# ---- fetch_queue ----
**fetch_queue: pin map**

Scale: 1.5 px per um. Pins as bars across the die edge, other pins in grey.
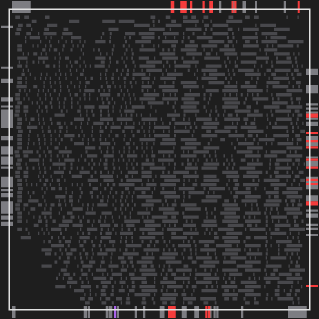

File: config.mk
export PLATFORM = sky130hd
export DESIGN_NAME = fetch_queue
export DESIGN_NICKNAME = d
export VERILOG_FILES = /design/src/rtl/fetch_queue_pkg.sv /design/src/rtl/fetch_queue_fifo.sv /design/src/rtl/fetch_queue.sv
export SDC_FILE = /design/constraint.sdc
export NUM_CORES = 1
export LEC_CHECK = 0
export ABC_AREA = 1
export CELL_PAD_IN_SITES_DETAIL_PLACEMENT = 2
export CELL_PAD_IN_SITES_GLOBAL_PLACEMENT = 2
export CORE_MARGIN = 2
export CORE_UTILIZATION = 38
export CTS_CLUSTER_DIAMETER = 80
export DETAILED_ROUTE_END_ITERATION = 8
export GPL_ROUTABILITY_DRIVEN = 0
export PLACE_DENSITY = 0.82
export SLEW_MARGIN = 20
export SYNTH_ARGS = -nofsm -noshare
export SYNTH_HDL_FRONTEND = slang
export SYNTH_SLANG_ARGS = --single-unit
File: constraint.sdc
create_clock -name clk -period 13.4 [get_ports clk]
set_input_delay 3.35 -clock clk [delete_from_list [all_inputs] [get_ports clk]]
set_output_delay 3.35 -clock clk [all_outputs]
set_load 0.02 [all_outputs]
File: src/rtl/fetch_queue_pkg.sv
// Shared constants and types for the prefetching fetch queue.
package fetch_queue_pkg;

  localparam int XLEN = 32;
  localparam int PC_W = 32;

  localparam logic [XLEN-1:0] NOP_WORD         = 32'h0000_0000;
  localparam logic [PC_W-1:0] RESET_PC_DEFAULT = 32'h0000_3000;

  // One buffered fetch result: the PC it was fetched from and the word returned.
  typedef struct packed {
    logic [PC_W-1:0] pc;
    logic [XLEN-1:0] ir;
  } fetch_entry_t;

  // Force a byte address onto a word boundary.
  function automatic logic [PC_W-1:0] word_align(input logic [PC_W-1:0] addr);
    return addr & ~(PC_W'(3));
  endfunction

endpackage

File: src/rtl/fetch_queue_fifo.sv
// In-order first-word-fall-through FIFO of {pc, ir} entries with flush.
// The head entry is presented combinationally so a pushed entry is visible
// the cycle after it is written. DEPTH must be a power of two (>= 2) so the
// pointers wrap naturally.
module fetch_fifo
  import fetch_queue_pkg::*;
#(
  parameter int DEPTH = 4,
  localparam int AW = $clog2(DEPTH),
  localparam int CW = $clog2(DEPTH + 1)
) (
  input  logic          clk,
  input  logic          srst,
  input  logic          push,
  input  fetch_entry_t  push_data,
  input  logic          pop,
  input  logic          flush,
  output fetch_entry_t  head_data,
  output logic [CW-1:0] count,
  output logic          full,
  output logic          empty
);

  logic [AW-1:0] wr_ptr_reg;
  logic [AW-1:0] rd_ptr_reg;
  logic [CW-1:0] count_reg;
  logic          do_push;
  logic          do_pop;
  fetch_entry_t  entry_q [DEPTH];

  // Flush wins over both ports; a push into a full FIFO is only taken when the
  // head leaves in the same cycle (the freed slot is the one being written).
  assign do_pop  = pop && !empty && !flush;
  assign do_push = push && (!full || do_pop) && !flush;

  generate
    for (genvar gi = 0; gi < DEPTH; gi++) begin : g_entry
      fetch_entry_t entry_reg;

      // Capture the pushed entry when the write pointer selects this slot.
      always_ff @(posedge clk) begin
        if (do_push && (wr_ptr_reg == AW'(gi))) begin
          entry_reg <= push_data;
        end
      end

      assign entry_q[gi] = entry_reg;
    end
  endgenerate

  // Pointer and occupancy bookkeeping; reset and flush both empty the FIFO.
  always_ff @(posedge clk) begin
    if (srst || flush) begin
      wr_ptr_reg <= '0;
      rd_ptr_reg <= '0;
      count_reg  <= '0;
    end else begin
      if (do_push) begin
        wr_ptr_reg <= wr_ptr_reg + AW'(1);
      end
      if (do_pop) begin
        rd_ptr_reg <= rd_ptr_reg + AW'(1);
      end
      count_reg <= count_reg + CW'(do_push) - CW'(do_pop);
    end
  end

  assign head_data = entry_q[rd_ptr_reg];
  assign count     = count_reg;
  assign full      = (count_reg == CW'(DEPTH));
  assign empty     = (count_reg == '0);

endmodule

File: src/rtl/fetch_queue.sv
// Prefetching instruction-fetch stage feeding the IF/ID register.
// Issues sequential word fetches under a credit limit of DEPTH (queued plus
// outstanding), buffers the in-order responses and flushes on redirect,
// discarding responses to requests issued before the redirect.
module fetch_queue
  import fetch_queue_pkg::*;
#(
  parameter int              DEPTH    = 4,
  parameter logic [PC_W-1:0] RESET_PC = RESET_PC_DEFAULT
) (
  input  logic            clk,
  input  logic            reset,
  input  logic            stall,
  input  logic            redirect,
  input  logic [PC_W-1:0] redirect_pc,
  output logic            imem_req,
  output logic [PC_W-1:0] imem_addr,
  input  logic            imem_gnt,
  input  logic            imem_rvalid,
  input  logic [XLEN-1:0] imem_rdata,
  output logic            out_valid,
  output logic [PC_W-1:0] out_pc,
  output logic [XLEN-1:0] out_ir
);

  localparam int            CW         = $clog2(DEPTH + 1);
  localparam logic [CW:0]   CREDIT_MAX = (CW + 1)'(DEPTH);

  logic [PC_W-1:0] fetch_pc_reg, fetch_pc_next;
  logic [PC_W-1:0] pc_tail_reg, pc_tail_next;
  logic [CW-1:0]   inflight_reg, inflight_next;
  logic [CW-1:0]   drop_cnt_reg, drop_cnt_next;
  logic            reset_q_reg;

  logic [CW-1:0]   fifo_count;
  logic            fifo_full;
  logic            fifo_empty;
  logic            fifo_full_unused;
  fetch_entry_t    head_data;
  fetch_entry_t    push_data;

  logic [CW:0]     credits_used;
  logic            issue;
  logic            rsp_ok;
  logic            rsp_drop;
  logic            push;
  logic            pop;

  // Every queued entry and every outstanding request holds one credit.
  assign credits_used = {1'b0, fifo_count} + {1'b0, inflight_reg};
  assign imem_req     = !reset && !reset_q_reg && !redirect && (credits_used < CREDIT_MAX);
  assign imem_addr    = fetch_pc_reg;
  assign issue        = imem_req && imem_gnt;

  // A response with nothing outstanding is a protocol violation and is ignored.
  // Responses are dropped while stale requests remain, or when they coincide
  // with a redirect.
  assign rsp_ok   = imem_rvalid && (inflight_reg != '0);
  assign rsp_drop = rsp_ok && (redirect || (drop_cnt_reg != '0));
  assign push     = rsp_ok && !rsp_drop && !reset;
  assign pop      = out_valid && !stall && !redirect;

  // Responses are in order, so pc_tail is always the PC of the oldest live request.
  assign push_data = '{pc: pc_tail_reg, ir: imem_rdata};

  fetch_fifo #(
    .DEPTH (DEPTH)
  ) u_fifo (
    .clk       (clk),
    .srst      (reset),
    .push      (push),
    .push_data (push_data),
    .pop       (pop),
    .flush     (redirect),
    .head_data (head_data),
    .count     (fifo_count),
    .full      (fifo_full),
    .empty     (fifo_empty)
  );

  assign fifo_full_unused = fifo_full;

  assign out_valid = !fifo_empty;
  assign out_pc    = out_valid ? head_data.pc : '0;
  assign out_ir    = out_valid ? head_data.ir : NOP_WORD;

  // Next-state for fetch/tail PCs and the outstanding/stale request counters.
  always_comb begin
    fetch_pc_next = fetch_pc_reg;
    pc_tail_next  = pc_tail_reg;
    inflight_next = inflight_reg;
    drop_cnt_next = drop_cnt_reg;
    if (redirect) begin
      // Everything still outstanding after this cycle belongs to the old stream.
      fetch_pc_next = word_align(redirect_pc);
      pc_tail_next  = word_align(redirect_pc);
      inflight_next = inflight_reg - CW'(rsp_ok);
      drop_cnt_next = inflight_reg - CW'(rsp_ok);
    end else begin
      if (issue) begin
        fetch_pc_next = fetch_pc_reg + PC_W'(4);
      end
      if (push) begin
        pc_tail_next = pc_tail_reg + PC_W'(4);
      end
      if (rsp_drop) begin
        drop_cnt_next = drop_cnt_reg - CW'(1);
      end
      inflight_next = inflight_reg + CW'(issue) - CW'(rsp_ok);
    end
  end

  // State registers; reset_q holds issue off for the first cycle after reset.
  always_ff @(posedge clk) begin
    reset_q_reg <= reset;
    if (reset) begin
      fetch_pc_reg <= RESET_PC;
      pc_tail_reg  <= RESET_PC;
      inflight_reg <= '0;
      drop_cnt_reg <= '0;
    end else begin
      fetch_pc_reg <= fetch_pc_next;
      pc_tail_reg  <= pc_tail_next;
      inflight_reg <= inflight_next;
      drop_cnt_reg <= drop_cnt_next;
    end
  end

endmodule

# ---- cache_ctrl ----
`src/rtl/cache_pkg.sv`:
```
// cache_ctrl shared definitions: default widths, response level codes
// and the request sequencer state encoding.
package cache_pkg;

  localparam int DEF_ADDR_W  = 7;
  localparam int DEF_DATA_W  = 17;
  localparam int DEF_TIMEOUT = 31;

  localparam logic [1:0] LVL_NONE = 2'd0;
  localparam logic [1:0] LVL_L1   = 2'd1;
  localparam logic [1:0] LVL_L2   = 2'd2;
  localparam logic [1:0] LVL_MEM  = 2'd3;

  typedef enum logic [3:0] {
    IDLE,
    L1_RD,
    L1_CHK,
    L2_RD,
    MEM_RD,
    L2_FILL,
    L1_FILL,
    L1_WR,
    WT_L2,
    WT_MEM,
    RESP
  } state_e;

  // States that hold an L2 or memory request open until ack or timeout
  function automatic logic is_wait(state_e s);
    return (s == L2_RD)   || (s == MEM_RD) ||
           (s == L2_FILL) || (s == WT_L2)  ||
           (s == WT_MEM);
  endfunction

endpackage

```
`src/rtl/cache_wait_timer.sv`:
```
// Ack wait counter shared by all L2/memory wait states.
// expired is high during the TIMEOUT-th enabled cycle since clear.
module cache_wait_timer #(
  parameter int TIMEOUT = 31
) (
  input  logic clk,
  input  logic reset,
  input  logic clear,
  input  logic enable,
  output logic expired
);

  localparam int CW = $clog2(TIMEOUT + 1);

  logic [CW-1:0] cnt_q;
  logic [CW-1:0] cnt_d;

  assign expired = enable && (cnt_q == CW'(TIMEOUT - 1));

  // Count wait cycles; restart whenever the FSM changes state
  always_comb begin
    cnt_d = cnt_q;
    if (clear) begin
      cnt_d = '0;
    end else if (enable && !expired) begin
      cnt_d = cnt_q + 1'b1;
    end
  end

  // Counter register
  always_ff @(posedge clk) begin
    if (reset) begin
      cnt_q <= '0;
    end else begin
      cnt_q <= cnt_d;
    end
  end

endmodule

```
`src/rtl/cache_ctrl.sv`:
```
// Request sequencer for L1 / L2 / memory with write-through stores.
// Optional CACHE_CTRL_STATS_EN adds saturating 8-bit event counters.
module cache_ctrl
  import cache_pkg::*;
#(
  parameter int ADDR_W  = DEF_ADDR_W,
  parameter int DATA_W  = DEF_DATA_W,
  parameter int TIMEOUT = DEF_TIMEOUT
) (
  input  logic              clk,
  input  logic              reset,
  input  logic              req_valid,
  output logic              req_ready,
  input  logic              req_wren,
  input  logic [ADDR_W-1:0] req_addr,
  input  logic [DATA_W-1:0] req_data,
  output logic              resp_valid,
  output logic [DATA_W-1:0] resp_data,
  output logic [1:0]        resp_level,
  output logic              resp_err,
  output logic [ADDR_W-1:0] l1_addr,
  output logic              l1_wren,
  output logic [DATA_W-1:0] l1_data,
  input  logic              l1_hit,
  input  logic [DATA_W-1:0] l1_q,
  output logic              l2_req,
  output logic              l2_wren,
  output logic [ADDR_W-1:0] l2_addr,
  output logic [DATA_W-1:0] l2_wdata,
  input  logic              l2_ack,
  input  logic              l2_hit,
  input  logic [DATA_W-1:0] l2_rdata,
  output logic              mem_req,
  output logic              mem_wren,
  output logic [ADDR_W-1:0] mem_addr,
  output logic [DATA_W-1:0] mem_wdata,
  input  logic              mem_ack,
  input  logic [DATA_W-1:0] mem_rdata
`ifdef CACHE_CTRL_STATS_EN
  ,
  output logic [7:0]        stat_l1_hits,
  output logic [7:0]        stat_l2_hits,
  output logic [7:0]        stat_mem_reads,
  output logic [7:0]        stat_errs
`endif
);

  state_e state_q, state_d;
  logic [ADDR_W-1:0] addr_q, addr_d;
  logic [DATA_W-1:0] data_q, data_d;
  logic [1:0]        level_q, level_d;
  logic              err_q, err_d;

  logic tmr_clear;
  logic tmr_en;
  logic tmr_expired;

  assign tmr_en    = is_wait(state_q);
  assign tmr_clear = (state_d != state_q);

  cache_wait_timer #(
    .TIMEOUT(TIMEOUT)
  ) u_timer (
    .clk    (clk),
    .reset  (reset),
    .clear  (tmr_clear),
    .enable (tmr_en),
    .expired(tmr_expired)
  );

  // Next state, latched request/fill word and port outputs
  always_comb begin
    state_d    = state_q;
    addr_d     = addr_q;
    data_d     = data_q;
    level_d    = level_q;
    err_d      = err_q;
    req_ready  = 1'b0;
    resp_valid = 1'b0;
    resp_data  = '0;
    resp_level = LVL_NONE;
    resp_err   = 1'b0;
    l1_addr    = '0;
    l1_wren    = 1'b0;
    l1_data    = '0;
    l2_req     = 1'b0;
    l2_wren    = 1'b0;
    l2_addr    = '0;
    l2_wdata   = '0;
    mem_req    = 1'b0;
    mem_wren   = 1'b0;
    mem_addr   = '0;
    mem_wdata  = '0;
    unique case (state_q)
      IDLE: begin
        req_ready = 1'b1;
        if (req_valid) begin
          addr_d  = req_addr;
          data_d  = req_data;
          level_d = LVL_NONE;
          err_d   = 1'b0;
          state_d = req_wren ? L1_WR : L1_RD;
        end
      end
      L1_RD: begin
        l1_addr = addr_q;
        state_d = L1_CHK;
      end
      L1_CHK: begin
        if (l1_hit) begin
          data_d  = l1_q;
          level_d = LVL_L1;
          state_d = RESP;
        end else begin
          state_d = L2_RD;
        end
      end
      L2_RD: begin
        l2_req  = 1'b1;
        l2_addr = addr_q;
        if (l2_ack) begin
          if (l2_hit) begin
            data_d  = l2_rdata;
            level_d = LVL_L2;
            state_d = L1_FILL;
          end else begin
            state_d = MEM_RD;
          end
        end else if (tmr_expired) begin
          data_d  = '0;
          level_d = LVL_NONE;
          err_d   = 1'b1;
          state_d = RESP;
        end
      end
      MEM_RD: begin
        mem_req  = 1'b1;
        mem_addr = addr_q;
        if (mem_ack) begin
          data_d  = mem_rdata;
          level_d = LVL_MEM;
          state_d = L2_FILL;
        end else if (tmr_expired) begin
          data_d  = '0;
          level_d = LVL_NONE;
          err_d   = 1'b1;
          state_d = RESP;
        end
      end
      L2_FILL: begin
        l2_req   = 1'b1;
        l2_wren  = 1'b1;
        l2_addr  = addr_q;
        l2_wdata = data_q;
        if (l2_ack) begin
          state_d = L1_FILL;
        end else if (tmr_expired) begin
          data_d  = '0;
          level_d = LVL_NONE;
          err_d   = 1'b1;
          state_d = RESP;
        end
      end
      L1_FILL: begin
        l1_wren = 1'b1;
        l1_addr = addr_q;
        l1_data = data_q;
        state_d = RESP;
      end
      L1_WR: begin
        l1_wren = 1'b1;
        l1_addr = addr_q;
        l1_data = data_q;
        state_d = WT_L2;
      end
      WT_L2: begin
        l2_req   = 1'b1;
        l2_wren  = 1'b1;
        l2_addr  = addr_q;
        l2_wdata = data_q;
        if (l2_ack) begin
          state_d = WT_MEM;
        end else if (tmr_expired) begin
          data_d  = '0;
          level_d = LVL_NONE;
          err_d   = 1'b1;
          state_d = RESP;
        end
      end
      WT_MEM: begin
        mem_req   = 1'b1;
        mem_wren  = 1'b1;
        mem_addr  = addr_q;
        mem_wdata = data_q;
        if (mem_ack) begin
          level_d = LVL_NONE;
          state_d = RESP;
        end else if (tmr_expired) begin
          data_d  = '0;
          level_d = LVL_NONE;
          err_d   = 1'b1;
          state_d = RESP;
        end
      end
      RESP: begin
        resp_valid = 1'b1;
        resp_data  = data_q;
        resp_level = level_q;
        resp_err   = err_q;
        state_d    = IDLE;
      end
      default: begin
        state_d = IDLE;
      end
    endcase
  end

  // State and latched request registers
  always_ff @(posedge clk) begin
    if (reset) begin
      state_q <= IDLE;
      addr_q  <= '0;
      data_q  <= '0;
      level_q <= LVL_NONE;
      err_q   <= 1'b0;
    end else begin
      state_q <= state_d;
      addr_q  <= addr_d;
      data_q  <= data_d;
      level_q <= level_d;
      err_q   <= err_d;
    end
  end

`ifdef CACHE_CTRL_STATS_EN
  logic [7:0] l1h_q, l1h_d;
  logic [7:0] l2h_q, l2h_d;
  logic [7:0] mrd_q, mrd_d;
  logic [7:0] err_cnt_q, err_cnt_d;
  logic       in_resp;

  assign in_resp        = (state_q == RESP);
  assign stat_l1_hits   = l1h_q;
  assign stat_l2_hits   = l2h_q;
  assign stat_mem_reads = mrd_q;
  assign stat_errs      = err_cnt_q;

  // Saturating event counters bumped once per response
  always_comb begin
    l1h_d     = l1h_q;
    l2h_d     = l2h_q;
    mrd_d     = mrd_q;
    err_cnt_d = err_cnt_q;
    if (in_resp) begin
      if (err_q) begin
        if (err_cnt_q != 8'hFF) err_cnt_d = err_cnt_q + 8'd1;
      end else begin
        if (level_q == LVL_L1 && l1h_q != 8'hFF) l1h_d = l1h_q + 8'd1;
        if (level_q == LVL_L2 && l2h_q != 8'hFF) l2h_d = l2h_q + 8'd1;
        if (level_q == LVL_MEM && mrd_q != 8'hFF) mrd_d = mrd_q + 8'd1;
      end
    end
  end

  // Counter registers
  always_ff @(posedge clk) begin
    if (reset) begin
      l1h_q     <= '0;
      l2h_q     <= '0;
      mrd_q     <= '0;
      err_cnt_q <= '0;
    end else begin
      l1h_q     <= l1h_d;
      l2h_q     <= l2h_d;
      mrd_q     <= mrd_d;
      err_cnt_q <= err_cnt_d;
    end
  end
`endif

endmodule

```
`config.mk`:
```
export PLATFORM = sky130hd
export DESIGN_NAME = cache_ctrl
export DESIGN_NICKNAME = d
export VERILOG_FILES = /design/src/rtl/cache_pkg.sv /design/src/rtl/cache_wait_timer.sv /design/src/rtl/cache_ctrl.sv
export SDC_FILE = /design/constraint.sdc
export NUM_CORES = 1
export LEC_CHECK = 0
export CAP_MARGIN = 25
export CORE_ASPECT_RATIO = 1.2
export CORE_MARGIN = 2
export CORE_UTILIZATION = 35
export DETAILED_ROUTE_END_ITERATION = 12
export PLACE_DENSITY = 0.76
export RECOVER_POWER = 25
export SYNTH_ARGS = -nofsm -noshare
export SYNTH_HDL_FRONTEND = slang
export SYNTH_SLANG_ARGS = --single-unit
```
`constraint.sdc`:
```
create_clock -name clk -period 5 [get_ports clk]
set_clock_uncertainty 0.2 [all_clocks]
set_input_delay 0.75 -clock clk [delete_from_list [all_inputs] [get_ports clk]]
set_output_delay 0.75 -clock clk [all_outputs]
set_load 0.005 [all_outputs]
```
# ---- instr_fetch_ctrl_flat ----
[src/rtl/instr_fetch_ctrl_if.sv]
// Fetch-to-decode instruction handshake.
// master: fetch side, drives the queue head (if_valid, if_instr, if_pc) and samples if_ready.
// slave : decode side, samples the head and drives if_ready.
interface instr_fetch_ctrl_if #(
    parameter int unsigned DATA_WIDTH = 32,
    parameter int unsigned ADDR_WIDTH = 32
);
    logic                  if_valid;
    logic                  if_ready;
    logic [DATA_WIDTH-1:0] if_instr;
    logic [ADDR_WIDTH-1:0] if_pc;

    modport master (
        output if_valid,
        output if_instr,
        output if_pc,
        input  if_ready
    );

    modport slave (
        input  if_valid,
        input  if_instr,
        input  if_pc,
        output if_ready
    );
endinterface

[src/rtl/instr_fetch_ctrl.sv]
// Instruction fetch controller: owns the PC, fetches one word per cycle from a combinational
// instruction memory into a 2-entry queue, and shares the memory port with a debug reader.
// Ports:
//   clk_i, rst_ni          clock, synchronous active-low reset
//   imem_addr_o/imem_data_i word-indexed memory port (data valid same cycle)
//   if_bus (master)         queue head to decode, valid/ready
//   redirect_valid_i/pc_i   branch redirect (byte PC)
//   halt_req_i, halted_o    level halt request and halted status
//   fault_o                 sticky address fault (cleared only by reset)
//   dbg_req_i/dbg_addr_i    debug read request (word index)
//   dbg_ack_o/dbg_data_o    one-cycle ack with registered read data
module instr_fetch_ctrl #(
    parameter int unsigned            DATA_WIDTH    = 32,
    parameter int unsigned            ADDR_WIDTH    = 32,
    parameter int unsigned            MEM_DEPTH     = 64,
    parameter logic [ADDR_WIDTH-1:0]  RESET_PC      = '0,
    parameter int unsigned            DBG_MAX_BURST = 2
) (
    input  logic                  clk_i,
    input  logic                  rst_ni,
    output logic [ADDR_WIDTH-1:0] imem_addr_o,
    input  logic [DATA_WIDTH-1:0] imem_data_i,
    instr_fetch_ctrl_if.master    if_bus,
    input  logic                  redirect_valid_i,
    input  logic [ADDR_WIDTH-1:0] redirect_pc_i,
    input  logic                  halt_req_i,
    output logic                  halted_o,
    output logic                  fault_o,
    input  logic                  dbg_req_i,
    input  logic [ADDR_WIDTH-1:0] dbg_addr_i,
    output logic                  dbg_ack_o,
    output logic [DATA_WIDTH-1:0] dbg_data_o
);
    localparam int unsigned           BurstW    = $clog2(DBG_MAX_BURST + 2);
    localparam logic [BurstW-1:0]     BurstMax  = BurstW'(DBG_MAX_BURST);
    localparam logic [ADDR_WIDTH-1:0] MemDepthW = ADDR_WIDTH'(MEM_DEPTH);

    typedef enum logic [1:0] {StRun, StHalted, StFault} state_e;

    state_e                state_q, state_d;
    logic [ADDR_WIDTH-1:0] pc_q, pc_d;
    logic [1:0]            count_q, count_d;
    logic [BurstW-1:0]     burst_q, burst_d;
    logic                  dbg_ack_q, dbg_ack_d;
    logic [DATA_WIDTH-1:0] dbg_data_q, dbg_data_d;
    // Entry 0 is the head and drives the decode outputs directly.
    logic [ADDR_WIDTH-1:0] ent_pc_q [2];
    logic [ADDR_WIDTH-1:0] ent_pc_d [2];
    logic [DATA_WIDTH-1:0] ent_instr_q [2];
    logic [DATA_WIDTH-1:0] ent_instr_d [2];

    logic                  pop, space, fetch_want, dbg_grant, fetch_fire;
    logic [ADDR_WIDTH-1:0] pc_word, redir_word;
    logic                  pc_oob, redir_bad;

    always_comb begin
        pop        = (count_q != 2'd0) && if_bus.if_ready;
        space      = (count_q < 2'd2) || pop;
        fetch_want = (state_q == StRun) && space && !redirect_valid_i;
        // Debug wins unless fetch has already been starved for a full burst.
        dbg_grant  = dbg_req_i && !(fetch_want && (burst_q == BurstMax));
        fetch_fire = fetch_want && !dbg_grant;

        pc_word     = pc_q >> 2;
        pc_oob      = pc_word >= MemDepthW;
        redir_word  = redirect_pc_i >> 2;
        redir_bad   = (redirect_pc_i[1:0] != 2'b00) || (redir_word >= MemDepthW);
        imem_addr_o = dbg_grant ? dbg_addr_i : pc_word;

        state_d     = state_q;
        pc_d        = pc_q;
        count_d     = count_q;
        ent_pc_d    = ent_pc_q;
        ent_instr_d = ent_instr_q;
        dbg_ack_d   = dbg_grant;
        dbg_data_d  = dbg_grant ? imem_data_i : dbg_data_q;
        // Burst only counts grants that actually held off a fetch.
        if (!dbg_grant) begin
            burst_d = '0;
        end else if (fetch_want) begin
            burst_d = burst_q + BurstW'(1);
        end else begin
            burst_d = burst_q;
        end

        if (redirect_valid_i && (state_q != StFault)) begin
            // Flush wins over any same-cycle pop or push.
            count_d = 2'd0;
            if (redir_bad) begin
                state_d = StFault;
            end else begin
                pc_d = redirect_pc_i;
            end
        end else begin
            if (pop) begin
                ent_pc_d[0]    = ent_pc_q[1];
                ent_instr_d[0] = ent_instr_q[1];
                count_d        = count_q - 2'd1;
            end
            unique case (state_q)
                StRun: begin
                    if (halt_req_i) begin
                        state_d = StHalted;
                    end else if (fetch_fire) begin
                        if (pc_oob) begin
                            state_d = StFault;
                        end else begin
                            if (count_d == 2'd0) begin
                                ent_pc_d[0]    = pc_q;
                                ent_instr_d[0] = imem_data_i;
                            end else begin
                                ent_pc_d[1]    = pc_q;
                                ent_instr_d[1] = imem_data_i;
                            end
                            count_d = count_d + 2'd1;
                            pc_d    = pc_q + ADDR_WIDTH'(4);
                        end
                    end
                end
                StHalted: begin
                    if (!halt_req_i) state_d = StRun;
                end
                StFault: ;
                default: state_d = StFault;
            endcase
        end
    end

    always_ff @(posedge clk_i) begin
        if (!rst_ni) begin
            state_q     <= StRun;
            pc_q        <= RESET_PC;
            count_q     <= 2'd0;
            burst_q     <= '0;
            dbg_ack_q   <= 1'b0;
            dbg_data_q  <= '0;
            ent_pc_q    <= '{default: '0};
            ent_instr_q <= '{default: '0};
        end else begin
            state_q     <= state_d;
            pc_q        <= pc_d;
            count_q     <= count_d;
            burst_q     <= burst_d;
            dbg_ack_q   <= dbg_ack_d;
            dbg_data_q  <= dbg_data_d;
            ent_pc_q    <= ent_pc_d;
            ent_instr_q <= ent_instr_d;
        end
    end

    assign if_bus.if_valid = (count_q != 2'd0);
    assign if_bus.if_instr = ent_instr_q[0];
    assign if_bus.if_pc    = ent_pc_q[0];
    assign halted_o        = (state_q == StHalted);
    assign fault_o         = (state_q == StFault);
    assign dbg_ack_o       = dbg_ack_q;
    assign dbg_data_o      = dbg_data_q;
endmodule

[src/flat_wrapper.sv]
// flat-port wrapper written by rule: the top's interface ports become plain ports
module instr_fetch_ctrl_flat 
#(
    parameter int unsigned            DATA_WIDTH    = 32,
    parameter int unsigned            ADDR_WIDTH    = 32,
    parameter int unsigned            MEM_DEPTH     = 64,
    parameter logic [ADDR_WIDTH-1:0]  RESET_PC      = '0,
    parameter int unsigned            DBG_MAX_BURST = 2
)
  (clk_i, rst_ni, imem_addr_o, imem_data_i, redirect_valid_i, redirect_pc_i, halt_req_i, halted_o, fault_o, dbg_req_i, dbg_addr_i, dbg_ack_o, dbg_data_o, if_bus_if_valid, if_bus_if_instr, if_bus_if_pc, if_bus_if_ready);
  instr_fetch_ctrl_if #(.DATA_WIDTH(DATA_WIDTH), .ADDR_WIDTH(ADDR_WIDTH)) if_bus_i ();
  input  logic clk_i;
  input  logic rst_ni;
  output logic [ADDR_WIDTH-1:0] imem_addr_o;
  input  logic [DATA_WIDTH-1:0] imem_data_i;
  input  logic redirect_valid_i;
  input  logic [ADDR_WIDTH-1:0] redirect_pc_i;
  input  logic halt_req_i;
  output logic halted_o;
  output logic fault_o;
  input  logic dbg_req_i;
  input  logic [ADDR_WIDTH-1:0] dbg_addr_i;
  output logic dbg_ack_o;
  output logic [DATA_WIDTH-1:0] dbg_data_o;
  output wire logic [$bits(if_bus_i.if_valid)-1:0] if_bus_if_valid;
  output wire logic [$bits(if_bus_i.if_instr)-1:0] if_bus_if_instr;
  output wire logic [$bits(if_bus_i.if_pc)-1:0] if_bus_if_pc;
  input wire logic [$bits(if_bus_i.if_ready)-1:0] if_bus_if_ready;
  assign if_bus_if_valid = if_bus_i.if_valid;
  assign if_bus_if_instr = if_bus_i.if_instr;
  assign if_bus_if_pc = if_bus_i.if_pc;
  assign if_bus_i.if_ready = if_bus_if_ready;
  instr_fetch_ctrl #(.DATA_WIDTH(DATA_WIDTH), .ADDR_WIDTH(ADDR_WIDTH), .MEM_DEPTH(MEM_DEPTH), .RESET_PC(RESET_PC), .DBG_MAX_BURST(DBG_MAX_BURST)) u_core (.clk_i(clk_i), .rst_ni(rst_ni), .imem_addr_o(imem_addr_o), .imem_data_i(imem_data_i), .if_bus(if_bus_i), .redirect_valid_i(redirect_valid_i), .redirect_pc_i(redirect_pc_i), .halt_req_i(halt_req_i), .halted_o(halted_o), .fault_o(fault_o), .dbg_req_i(dbg_req_i), .dbg_addr_i(dbg_addr_i), .dbg_ack_o(dbg_ack_o), .dbg_data_o(dbg_data_o));
endmodule
[config.mk]
export PLATFORM = sky130hd
export DESIGN_NAME = instr_fetch_ctrl_flat
export DESIGN_NICKNAME = d
export VERILOG_FILES = /design/src/rtl/instr_fetch_ctrl_if.sv /design/src/rtl/instr_fetch_ctrl.sv /design/src/flat_wrapper.sv
export SDC_FILE = /design/constraint.sdc
export NUM_CORES = 1
export LEC_CHECK = 0
export CORE_AREA = 2 2 149 151
export DETAILED_ROUTE_END_ITERATION = 10
export DIE_AREA = 0 0 151 153
export MAX_ROUTING_LAYER = met4
export PLACE_DENSITY_LB_ADDON = 0.08
export SLEW_MARGIN = 20
export SYNTH_ARGS = -nofsm -noshare
export SYNTH_HDL_FRONTEND = slang
export SYNTH_SLANG_ARGS = --single-unit
export TNS_END_PERCENT = 30
[constraint.sdc]
create_clock -name clk_i -period 3.1 [get_ports clk_i]
set_input_delay 0.775 -clock clk_i [delete_from_list [all_inputs] [get_ports clk_i]]
set_output_delay 0.775 -clock clk_i [all_outputs]
set_load 0.005 [all_outputs]
# ---- video_out_gen ----
[src/rtl/video_out_gen.sv]
// Turns latched palette colour codes into a 12-phase composite DAC level stream with sync, burst and blanking.
// Two registered stages: pixel latch on PCLK_EN, then the sample register that is updated on every CLK.
module video_out_gen #(
    parameter int PHASES    = 12,
    parameter int BURST_HUE = 8,
    parameter int BURST_LL  = 0
) (
    input  logic       CLK,
    input  logic       RES,
    input  logic       PCLK_EN,
    input  logic [3:0] n_CC,
    input  logic [1:0] n_LL,
    input  logic       SYNC,
    input  logic       BURST,
    input  logic       BLACK,
    input  logic       TR,
    input  logic       TG,
    input  logic       TB,
    output logic [3:0] VOUT,
    output logic       EMPH_ATT,
    output logic [3:0] PHASE
);

    localparam logic [3:0] LAST_PH = 4'(PHASES - 1);
    localparam logic [3:0] B_HUE   = 4'(BURST_HUE);
    localparam logic [1:0] B_LL    = 2'(BURST_LL);

    typedef struct packed {
        logic [3:0] h;
        logic [1:0] ll;
        logic       sync;
        logic       burst;
        logic       black;
        logic       tr;
        logic       tg;
        logic       tb;
    } px_t;

    localparam px_t PX_RESET = '{h: 4'd0, ll: 2'd0, sync: 1'b0, burst: 1'b0,
                                 black: 1'b1, tr: 1'b0, tg: 1'b0, tb: 1'b0};

    px_t        px_q, px_d;
    logic [3:0] ph_q, ph_d;
    logic [3:0] vout_q, vout_d;
    logic       emph_q, emph_d;
    logic [3:0] phase_q;

    // Six-phase-wide chroma window for hue h (1..12) at subcarrier phase p.
    function automatic logic win(input logic [3:0] h, input logic [3:0] p);
        logic [4:0] d;
        d = {1'b0, p} + 5'd13 - {1'b0, h};
        if (d >= 5'd12) begin
            d = d - 5'd12;
        end
        return d < 5'd6;
    endfunction

    always_comb begin
        ph_d   = (ph_q == LAST_PH) ? 4'd0 : ph_q + 4'd1;
        px_d   = px_q;
        vout_d = 4'd1;
        emph_d = 1'b0;

        if (PCLK_EN) begin
            px_d = '{h: ~n_CC, ll: ~n_LL, sync: SYNC, burst: BURST,
                     black: BLACK, tr: TR, tg: TG, tb: TB};
        end

        if (px_q.sync) begin
            vout_d = 4'd0;
        end else if (px_q.burst) begin
            vout_d = 4'd2 + {1'b0, B_LL, win(B_HUE, ph_q)};
        end else if (!px_q.black && px_q.h <= 4'd13) begin
            unique case (px_q.h)
                4'd0:    vout_d = 4'd2 + {1'b0, px_q.ll, 1'b1};
                4'd13:   vout_d = 4'd2 + {1'b0, px_q.ll, 1'b0};
                default: vout_d = 4'd2 + {1'b0, px_q.ll, win(px_q.h, ph_q)};
            endcase
            emph_d = (px_q.tr & win(4'd12, ph_q)) |
                     (px_q.tg & win(4'd4,  ph_q)) |
                     (px_q.tb & win(4'd8,  ph_q));
        end
    end

    always_ff @(posedge CLK or posedge RES) begin
        if (RES) begin
            ph_q    <= 4'd0;
            px_q    <= PX_RESET;
            vout_q  <= 4'd1;
            emph_q  <= 1'b0;
            phase_q <= 4'd0;
        end else begin
            ph_q    <= ph_d;
            px_q    <= px_d;
            vout_q  <= vout_d;
            emph_q  <= emph_d;
            phase_q <= ph_q;
        end
    end

    assign VOUT     = vout_q;
    assign EMPH_ATT = emph_q;
    assign PHASE    = phase_q;

endmodule
[config.mk]
export PLATFORM = sky130hd
export DESIGN_NAME = video_out_gen
export DESIGN_NICKNAME = d
export VERILOG_FILES = /design/src/rtl/video_out_gen.sv
export SDC_FILE = /design/constraint.sdc
export NUM_CORES = 1
export LEC_CHECK = 0
export CAP_MARGIN = 10
export CORE_UTILIZATION = 55
export CTS_CLUSTER_DIAMETER = 100
export DETAILED_ROUTE_END_ITERATION = 10
export PLACE_DENSITY = 0.84
export SLEW_MARGIN = 5
export SYNTH_ARGS = -nofsm -noshare
export SYNTH_HDL_FRONTEND = slang
export SYNTH_SLANG_ARGS = --single-unit
[constraint.sdc]
create_clock -name CLK -period 4.2 [get_ports CLK]
set_clock_uncertainty 0.15 [all_clocks]
set_input_delay 0.63 -clock CLK [delete_from_list [all_inputs] [get_ports CLK]]
set_output_delay 0.63 -clock CLK [all_outputs]
set_load 0.05 [all_outputs]

==> screenshots <==
Clock wires, drivers and flops.
picture 1
Scale: 4 px per um.
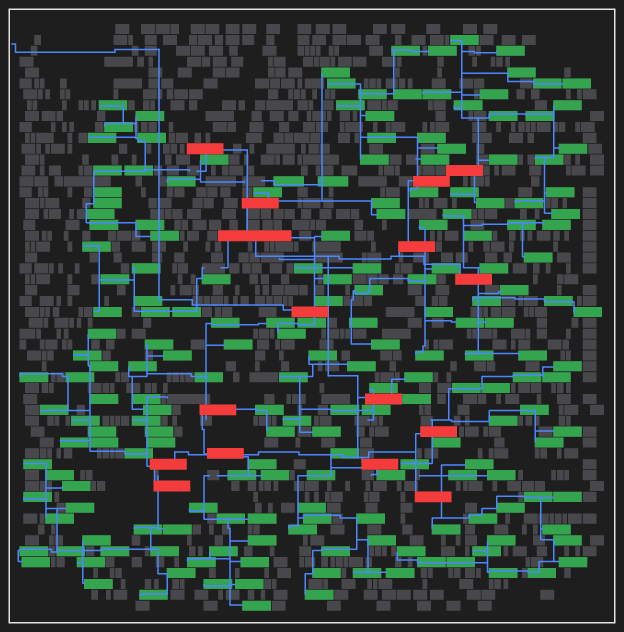
picture 2
Scale: 3 px per um.
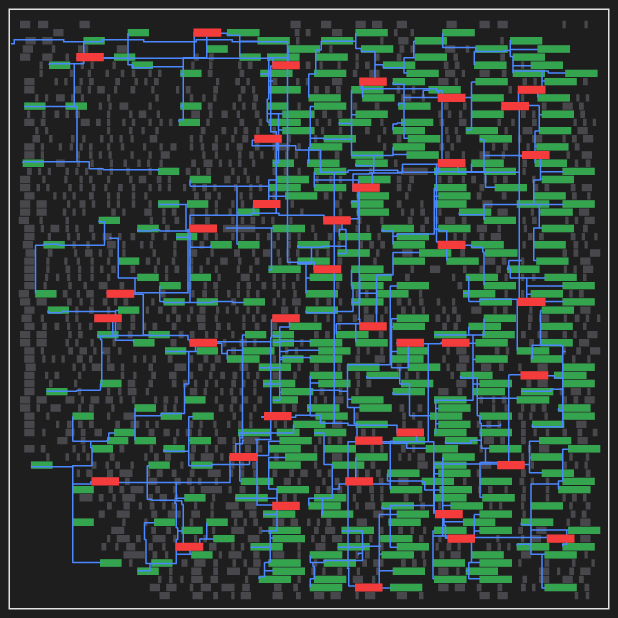
picture 3
Scale: 10 px per um.
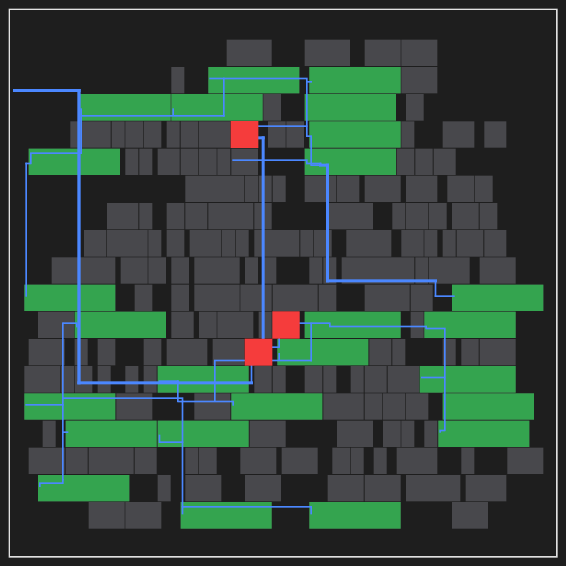
picture 4
Scale: 6 px per um.
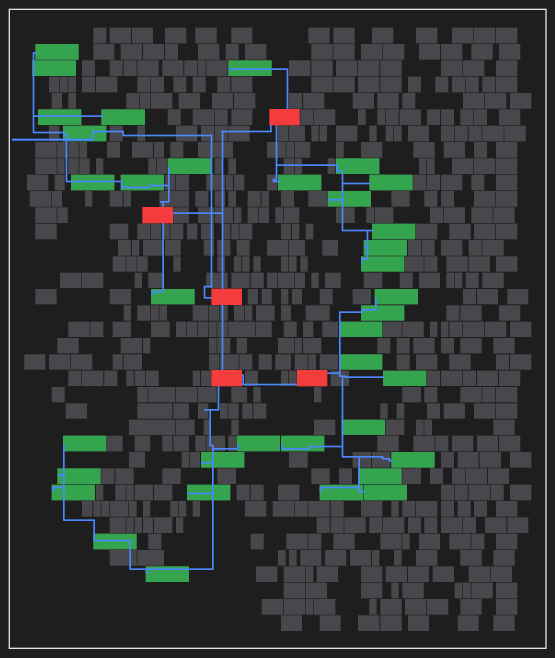
- fetch_queue = picture 2
- video_out_gen = picture 3
- instr_fetch_ctrl_flat = picture 1
- cache_ctrl = picture 4

Key to picture 3:
Green marks flip-flops, count 25. Blue marks clock wires, length 309 um. Red marks cells driving clock nets, count 3.
Position of the flops: spread over the die.

**video_out_gen: pin map**

Scale: 4 px per um. Pins as bars across the die edge, other pins in grey.
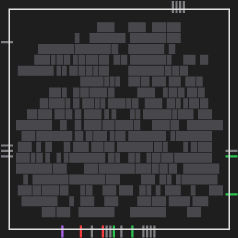
Green marks `VOUT`, pins 4, direction output, edge 2 right, 2 bottom. Red marks `n_LL`, pins 2, direction input, edge bottom. Purple marks `RES`, pins 1, direction input, edge bottom.
All pins by edge: 13 bottom, 4 left, 4 top, 3 right.
die span in x: 54.62 um
y dimension of the die: 54.62 um

==> run notes, video_out_gen <==
Results of the implementation run.

For this run, the total global-route usage over all layers was measured as a little over a quarter. The layout multi-input combinational cell count is between 100 and 150. The simple logic cell fraction of the synthesized area is roughly 17%. The post-synthesis chip area from yosys came out at about 1500 um2. Yosys reports that the most numerous cell types are sky130_fd_sc_hd__dfrtp_1 (23), sky130_fd_sc_hd__nor2_1 (15), sky130_fd_sc_hd__a21oi_1 (14). The number of nets in the layout came out at about 210. Note that the worst hold path type here is flop to flop. The gate count after technology mapping came out at between 150 and 200.

The global-route congestion overflow total came out at 0. The net switching power came out at 0.1486 mW. The critical path runs through a total of 9 cells. The detail-routed net length per standard cell is about 16 um. The combinational share of cell area came out at between 40 and 50%. STA classifies the critical path startpoint as a flop. The met2 usage in global routing came out at approximately half. The maximum count of clock buffers along a single path is 2. Per the synthesis report, the single largest cell type by area occupies approximately 38% of cell area. The combinational fraction of design power came out at 21.6%. The flow ran to the end, and the final reports show no timing, DRC or antenna violations. Across the whole layout, storage elements make up between 30% and 40% of the cell area. In the setup report, the worst path falls into the class flop to flop. In this run the cell area of the synthesized design comes to around 1500 um2.

The diode insertion count for antenna repair is 0. The met3 track demand over resource came out at between 4 and 5%.
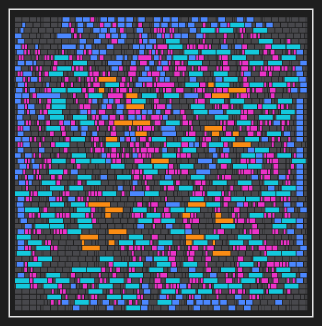
**Above:** instr_fetch_ctrl_flat (cells coloured by class).
Scale: 2 px per um. Fill, decap, tap and diode cells in grey.
Blue marks other buffers and delay cells, cells 290, share of their area 26%. Cyan marks flip-flops, cells 199, share of their area 36%. Magenta marks all other logic, cells 682, share of their area 34%. Orange marks clock drivers and dummy loads, cells 32, share of their area 5.3%.

==> run notes, instr_fetch_ctrl_flat <==
Results of the implementation run.

The number of endpoints failing setup at the final stage is 1. The timing report shows the most common cell along the critical path to be sky130_fd_sc_hd__nand2_1. The minimum period implied by the final worst setup slack is about 3.1 ns. After synthesis, the largest family of logic cells by area is simple AND/OR/NAND/NOR gates. The post-route utilization of the core is recorded as a little over half.

The synthesized area per cell came out at 8.324 um2. The run finished, with violations left. The pre-placement core utilization came out at between 30 and 40%. The final reports fail on negative setup slack. The detailed placer's ending HPWL is roughly 16 mm. The final wirelength is ~23 mm. The non-clock buffer total of the final layout is 290. The worst path setup slack after routing is -0.04739 ns. The sequential group share of total power came out at 47.4%. The fraction of layout cells with a size suffix above 1 is 9.643%.

Routed signal wires occupy layers up through met4. The final-layout fill cell count is 2071. The worst endpoint required time is approximately 2.3 ns. TritonCTS built the clock tree.
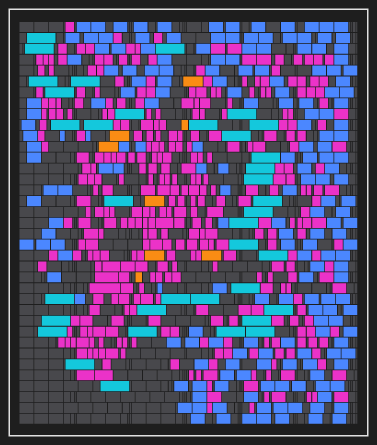
**Above:** cache_ctrl (cells coloured by class).
Scale: 4 px per um. Fill, decap, tap and diode cells in grey.
Cyan marks flip-flops, cells 36, share of their area 15%. Orange marks clock drivers and dummy loads, cells 8, share of their area 1.9%. Magenta marks all other logic, cells 353, share of their area 44%. Blue marks other buffers and delay cells, cells 193, share of their area 39%.
final design area excluding fillers: 4989 um2
number of rows created at floorplan: 37
CORE AREA: 8518 um2

==> run notes, cache_ctrl <==
Results of the implementation run.

The number of buffers and inverters on the critical path came out at 2. In the layout the commonest cells are sky130_fd_sc_hd__clkdlybuf4s50_1 (167), sky130_fd_sc_hd__and2_1 (69), sky130_fd_sc_hd__nand2_1 (59). The post-cts hold-fix buffer tally is 0. More flip-flops sit in one register than any other, and that register is data_q. The synthesized area per cell is 7.177 um2. Looking at the clock tree report, the maximum root-to-sink buffer count equals 2. The most used flip-flop cell after synthesis is sky130_fd_sc_hd__dfxtp_1.

The count of sequential standard cells is 36. The internal power of the cells came out at roughly 0.75 mW. Across the whole layout, multi-input logic makes up a little over two fifths of the cell area. The total number of vias came out at 3803. Global route summary, busiest routing layer listed as met2. The detail-routed net length per standard cell is between 15 and 20 um. The worst path setup slack after routing is roughly 0.97 ns. The flop and latch count out of synthesis came out at 36. Dividing the detail-routed via count by the number of cells gives around 5.4. Sequential elements use about a quarter of the synthesized area.

The pre-placement core utilization is between 30 and 40%. The XOR/XNOR share of the synthesized area came out at about 1.1%. The sequential group share of total power came out at between 30% and 40%. The depth of the CTS H-tree came out at 2. The minimum setup slack after placement is approximately 1.4 ns. The number of antenna diodes in the final layout is 0. The number of violations of the max-capacitance limit came out at 0. The chip occupies between 9000 and 10000 um2. The routed length on met2 is around 6.2 mm. The complex-gate fraction of the synthesized area is between 20% and 30%. The net count after synthesis came out at 510.

The largest net degree at the start of global routing came out at 36. Buffers added to address setup during post-CTS repair amount to 0. The number of unique standard cell types used by synthesis is roughly 56.

The fraction of layout cells with a size suffix above 1 came out at ~4.1%. sky130_fd_sc_hd__dfxtp_1 takes more of the synthesized area than any other cell. For reference, the critical path is launched at state_q[2]. The clock network area share is ~1.9%. 346 cells are multi-input combinational gates. The flow ran to the end, and the final reports show no timing, DRC or antenna violations.

The power of the sequential group came out at 0.446 mW. The first-pass GRT wire length came out at 18.30 mm. The total overflow left after global routing is 0. STA classifies the critical path startpoint as a flop.

The proportion of netlist area held by the largest area contributor is between 20% and 30%. The number of endpoints failing setup at the final stage came out at 0.
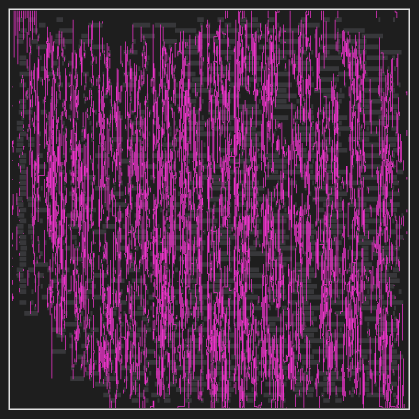
**Above:** fetch_queue (signal wires on met2).
Scale: 2 px per um.
1610 nets have wire on it. The layer holds 52% of the routed length. The longest straight run is 78.9 um.
via count: 11750
DRT Wirelength: 50.55 mm
met2 Resource Use GR: 47.58%

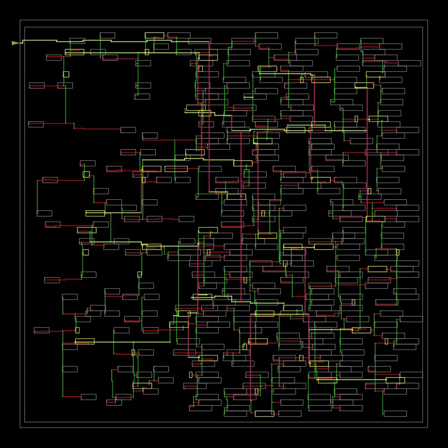
**Above:** fetch_queue (clock wiring as the flow saved it).
clk ins delay skew pair: 0.54 ns
num sequential: 322
total clock network power: 0.975 mW
CLK BUF: 46
total CTS buffers: 38

Notes on 'pin map' of fetch_queue above:
Red marks `out_pc`, pins 32, direction output, edge 13 top, 12 right, 7 bottom. Purple marks `reset`, pins 1, direction input, edge bottom.

==> run notes, fetch_queue <==
Results of the implementation run.

Ranking logic cells in the layout by count gives the top entries sky130_fd_sc_hd__nor2_1 (359), sky130_fd_sc_hd__nand2_1 (270), sky130_fd_sc_hd__edfxtp_1 (248). The remaining max-slew budget at the tightest pin is slightly below 30%. The finished layout reports a core utilization of around 47%. The total power is about 2.3 mW. The worst register-to-register path ends at u_fifo.entry_q[186].

The clock group share of total power came out at a little over two fifths. The power of the sequential group came out at approximately 1.2 mW. met2 is the most crowded layer.

The flow ran to the end, and the final reports show no timing, DRC or antenna violations. Non-clock buffers in the final layout number between 150 and 200. The detailed placer's ending HPWL came out at 32.29 mm.

Registers represent a cell area share of 50.48%. The number of hold violations in the final report came out at 0. Per the post-run analysis, buffers plus inverters along the critical path come to 3. The slack of the worst reg-to-reg path came out at between 10 and 15 ns. The largest net degree at the start of global routing came out at about 73. TritonCTS built the clock tree. Warnings raised by the tools during the run amount to 32. The pre-placement core utilization came out at between 30% and 40%. For this run, the slowest stage of the critical path takes between 0.6 and 0.7 ns. The proportion of netlist area held by the largest area contributor came out at 51.38%.

Per the synthesis report, the adder-cell share of the synthesized area is 1.657%.

# ---- multdiv_sequencer ----
`src/rtl/multdiv_sequencer.sv`:
```
// Iterative signed 32-bit multiply (Booth radix-2) / divide (restoring) unit
// with a start/ready handshake for the processor execute stage.
module multdiv_sequencer #(
  parameter int WIDTH = 32,
  parameter int CNT_W = 6
) (
  input  logic             clock,
  input  logic             reset,
  input  logic             ctrl_MULT,
  input  logic             ctrl_DIV,
  input  logic [WIDTH-1:0] data_operandA,
  input  logic [WIDTH-1:0] data_operandB,
  output logic [WIDTH-1:0] data_result,
  output logic             data_exception,
  output logic             data_resultRDY,
  output logic             busy
);

  // state   | meaning
  // IDLE    | waiting for ctrl_MULT / ctrl_DIV
  // MUL_RUN | one Booth step per cycle on the product register
  // DIV_RUN | one restoring-divide step per cycle on |A| / |B|
  // DONE    | result ready; outputs register on the following edge
  typedef enum logic [1:0] {IDLE, MUL_RUN, DIV_RUN, DONE} state_t;

  localparam logic [CNT_W-1:0] LAST = CNT_W'(WIDTH - 1);
  localparam logic [WIDTH-1:0] MIN_VAL = {1'b1, {(WIDTH-1){1'b0}}};

  state_t             state;
  logic [CNT_W-1:0]   count;
  logic [WIDTH-1:0]   mcand;
  logic [2*WIDTH:0]   prod;
  logic [WIDTH-1:0]   rem;
  logic [WIDTH-1:0]   quo;
  logic               is_div;
  logic               q_neg;
  logic               div_exc;

  logic [WIDTH-1:0]   booth_hi;
  logic [WIDTH:0]     booth_sum;
  logic [2*WIDTH:0]   prod_next;
  logic               mul_ovf;
  logic [WIDTH:0]     div_shift;
  logic [WIDTH+1:0]   div_diff;
  logic               div_ge;
  logic [WIDTH-1:0]   rem_next;
  logic [WIDTH-1:0]   quo_next;
  logic [WIDTH-1:0]   quo_final;
  logic [WIDTH-1:0]   a_abs;
  logic [WIDTH-1:0]   b_abs;
  logic               start_ok;

  always_comb begin
    booth_hi  = prod[2*WIDTH:WIDTH+1];
    booth_sum = {booth_hi[WIDTH-1], booth_hi};
    // Extra sign bit absorbs the overflow of hi -/+ MIN before the shift
    case (prod[1:0])
      2'b01:   booth_sum = {booth_hi[WIDTH-1], booth_hi} + {mcand[WIDTH-1], mcand};
      2'b10:   booth_sum = {booth_hi[WIDTH-1], booth_hi} - {mcand[WIDTH-1], mcand};
      default: booth_sum = {booth_hi[WIDTH-1], booth_hi};
    endcase
    prod_next = {booth_sum, prod[WIDTH:1]};
    mul_ovf   = !((&prod[2*WIDTH:WIDTH]) || (~|prod[2*WIDTH:WIDTH]));

    div_shift = {rem, quo[WIDTH-1]};
    div_diff  = {1'b0, div_shift} - {2'b00, mcand};
    div_ge    = (div_diff[WIDTH+1:WIDTH] == 2'b00);
    if (div_ge) begin
      rem_next = div_diff[WIDTH-1:0];
      quo_next = {quo[WIDTH-2:0], 1'b1};
    end else begin
      rem_next = div_shift[WIDTH-1:0];
      quo_next = {quo[WIDTH-2:0], 1'b0};
    end
    quo_final = q_neg ? (~quo + 1'b1) : quo;

    a_abs    = data_operandA[WIDTH-1] ? (~data_operandA + 1'b1) : data_operandA;
    b_abs    = data_operandB[WIDTH-1] ? (~data_operandB + 1'b1) : data_operandB;
    start_ok = (state == IDLE) || (state == DONE);
  end

  always_ff @(posedge clock) begin
    if (!reset) begin
      state          <= IDLE;
      count          <= '0;
      mcand          <= '0;
      prod           <= '0;
      rem            <= '0;
      quo            <= '0;
      is_div         <= 1'b0;
      q_neg          <= 1'b0;
      div_exc        <= 1'b0;
      data_result    <= '0;
      data_exception <= 1'b0;
      data_resultRDY <= 1'b0;
      busy           <= 1'b0;
    end else begin
      busy           <= (state != IDLE);
      data_resultRDY <= (state == DONE);
      if (state == DONE) begin
        data_result    <= is_div ? quo_final : prod[WIDTH:1];
        data_exception <= is_div ? div_exc : mul_ovf;
      end

      case (state)
        MUL_RUN: begin
          prod  <= prod_next;
          count <= count + 1'b1;
          if (count == LAST) state <= DONE;
        end
        DIV_RUN: begin
          rem   <= rem_next;
          quo   <= quo_next;
          count <= count + 1'b1;
          if (count == LAST) state <= DONE;
        end
        default: state <= IDLE;
      endcase

      // A start in DONE is accepted; outputs above still use the old operation
      if (start_ok) begin
        if (ctrl_MULT) begin
          state  <= MUL_RUN;
          count  <= '0;
          is_div <= 1'b0;
          mcand  <= data_operandA;
          prod   <= {{WIDTH{1'b0}}, data_operandB, 1'b0};
        end else if (ctrl_DIV) begin
          count   <= '0;
          is_div  <= 1'b1;
          rem     <= '0;
          if (data_operandB == '0) begin
            state   <= DONE;
            quo     <= '0;
            q_neg   <= 1'b0;
            div_exc <= 1'b1;
          end else begin
            state   <= DIV_RUN;
            quo     <= a_abs;
            mcand   <= b_abs;
            q_neg   <= data_operandA[WIDTH-1] ^ data_operandB[WIDTH-1];
            div_exc <= (data_operandA == MIN_VAL) && (&data_operandB);
          end
        end
      end
    end
  end

endmodule

```
`config.mk`:
```
export PLATFORM = sky130hd
export DESIGN_NAME = multdiv_sequencer
export DESIGN_NICKNAME = d
export VERILOG_FILES = /design/src/rtl/multdiv_sequencer.sv
export SDC_FILE = /design/constraint.sdc
export NUM_CORES = 1
export LEC_CHECK = 0
export CAP_MARGIN = 20
export CELL_PAD_IN_SITES_DETAIL_PLACEMENT = 1
export CELL_PAD_IN_SITES_GLOBAL_PLACEMENT = 1
export CORE_MARGIN = 2
export CORE_UTILIZATION = 49
export DETAILED_ROUTE_END_ITERATION = 10
export MAX_ROUTING_LAYER = met4
export PLACE_DENSITY_LB_ADDON = 0.1
export RECOVER_POWER = 50
export SLEW_MARGIN = 20
export SYNTH_ARGS = -nofsm -noshare
export SYNTH_HDL_FRONTEND = slang
export SYNTH_SLANG_ARGS = --single-unit
```
`constraint.sdc`:
```
create_clock -name clock -period 8.14 [get_ports clock]
set_input_delay 2.035 -clock clock [delete_from_list [all_inputs] [get_ports clock]]
set_output_delay 2.035 -clock clock [all_outputs]
set_load 0.05 [all_outputs]
```
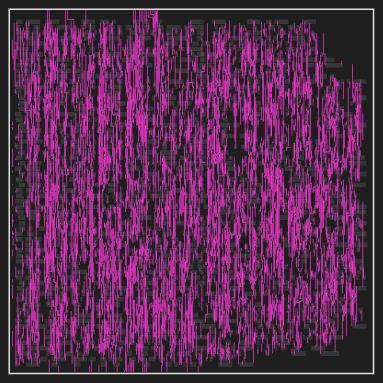
**Above:** multdiv_sequencer (signal wires on met2).
Scale: 2 px per um.
1895 nets have wire on it. The wires run mostly vertical. The longest straight run is 69.0 um. The layer holds 47% of the routed length.

==> run notes <==
Results of the implementation run.

The final reports fail on max-capacitance violations, max-slew violations. The number of buffers added by the clock tree synthesis step came out at 26. The number of nets in the layout is 2111. The number of well taps is a little under 400. The share of total power dissipated in combinational logic is 37.9%. Clock buffers in the final layout number 34. Per the GRT log, the top usage layer is met2. The power of the sequential group is 1.21 mW. Max-cap violations in this run came to 3. The post-layout instance count excluding filler cells is between 2000 and 2500. The count of inverters not on the clock network in the layout is 65. For the worst flop-to-flop path, the logic depth is 16. The yosys cell count came out at 1943. For this run the aggregate overflow at the end of global routing stands at 0. In the layout the commonest cells are sky130_fd_sc_hd__dfxtp_1 (205), sky130_fd_sc_hd__nand2_1 (202), sky130_fd_sc_hd__o21ai_0 (155). By area the synthesized netlist is led by sky130_fd_sc_hd__dfxtp_1 (27%), sky130_fd_sc_hd__mux2i_1 (7.9%), sky130_fd_sc_hd__ha_1 (6.1%). Summing every instance area after synthesis gives 15410 um2. Signal routing reaches up to met4. Synthesis produced a netlist with a net count of 2088. The flow ran to the end, but the final reports show violations. Per the placement report, the placed cell count is about 2300. The boundary pin count is between 100 and 150.

In this run, the synthesized area fraction spent on AND-OR/OR-AND gates is recorded as between 20% and 30%. The path type of the worst min-delay path is flop to flop. STA lists the startpoint of the worst hold path as data_result[31]. The pre-placement core utilization is approximately 50%. The routed metal-1 wirelength came out at around 23 mm. The number of pins exceeding their max-slew limit in the final report is approximately 160. Looking at the hold checks, the worst path lands on data_result[31].

The worst setup path is launched from an input pin. In the log, the iteration count for the first detailed-route pass is 5. The fraction of the yosys area taken by sequential cells came out at 26.89%. The number of warning messages in the logs is 30.


==> screenshots <==
Clock wiring as the flow saved it.
Plate I
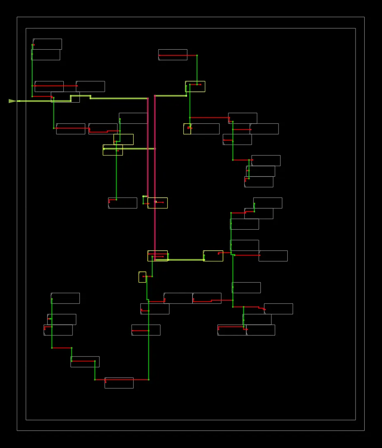
Plate II
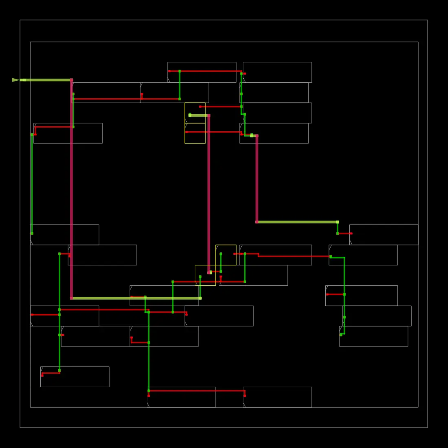
Plate III
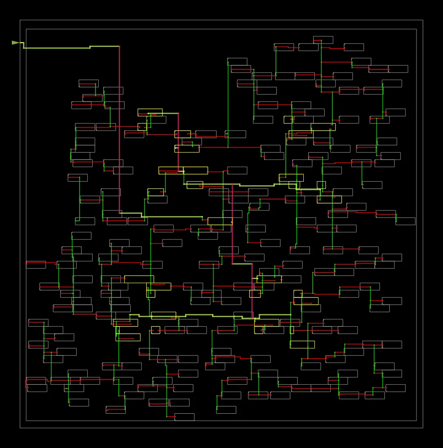
Plate IV
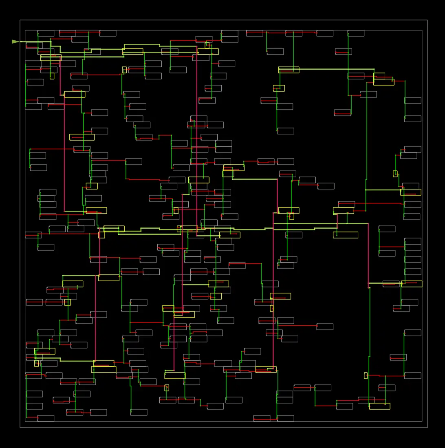
- Plate I = cache_ctrl
- Plate III = instr_fetch_ctrl_flat
- Plate II = video_out_gen
- Plate IV = multdiv_sequencer
The one with the fewest sequential cells is Plate II.
The one with the most clock buffers is Plate IV.


## Gallery

Cells coloured by class.
image #1
Scale: 2 px per um. Fill, decap, tap and diode cells in grey.
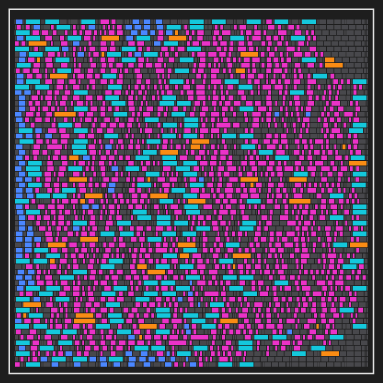
image #2
Scale: 6 px per um. Fill, decap, tap and diode cells in grey.
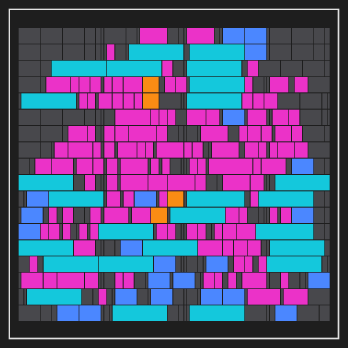
image #3
Scale: 2 px per um. Fill, decap, tap and diode cells in grey.
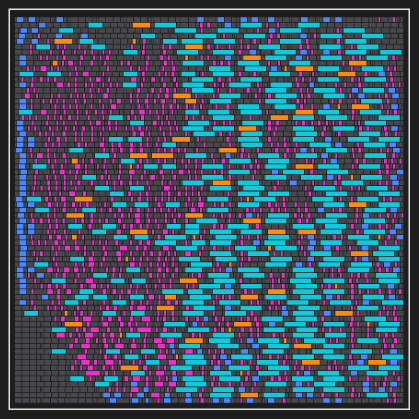
Image #1 is multdiv_sequencer.
Image #3 is fetch_queue.
Image #2 is video_out_gen.
Of these, lowest utilization: image #3
Of these, fewest sequential cells: image #2

Key to image #1:
Cyan marks flip-flops, cells 207, share of their area 24%. Blue marks other buffers and delay cells, cells 115, share of their area 6.5%. Magenta marks all other logic, cells 1616, share of their area 64%. Orange marks clock drivers and dummy loads, cells 47, share of their area 5.2%.

Power and IR drop assume default switching activity.
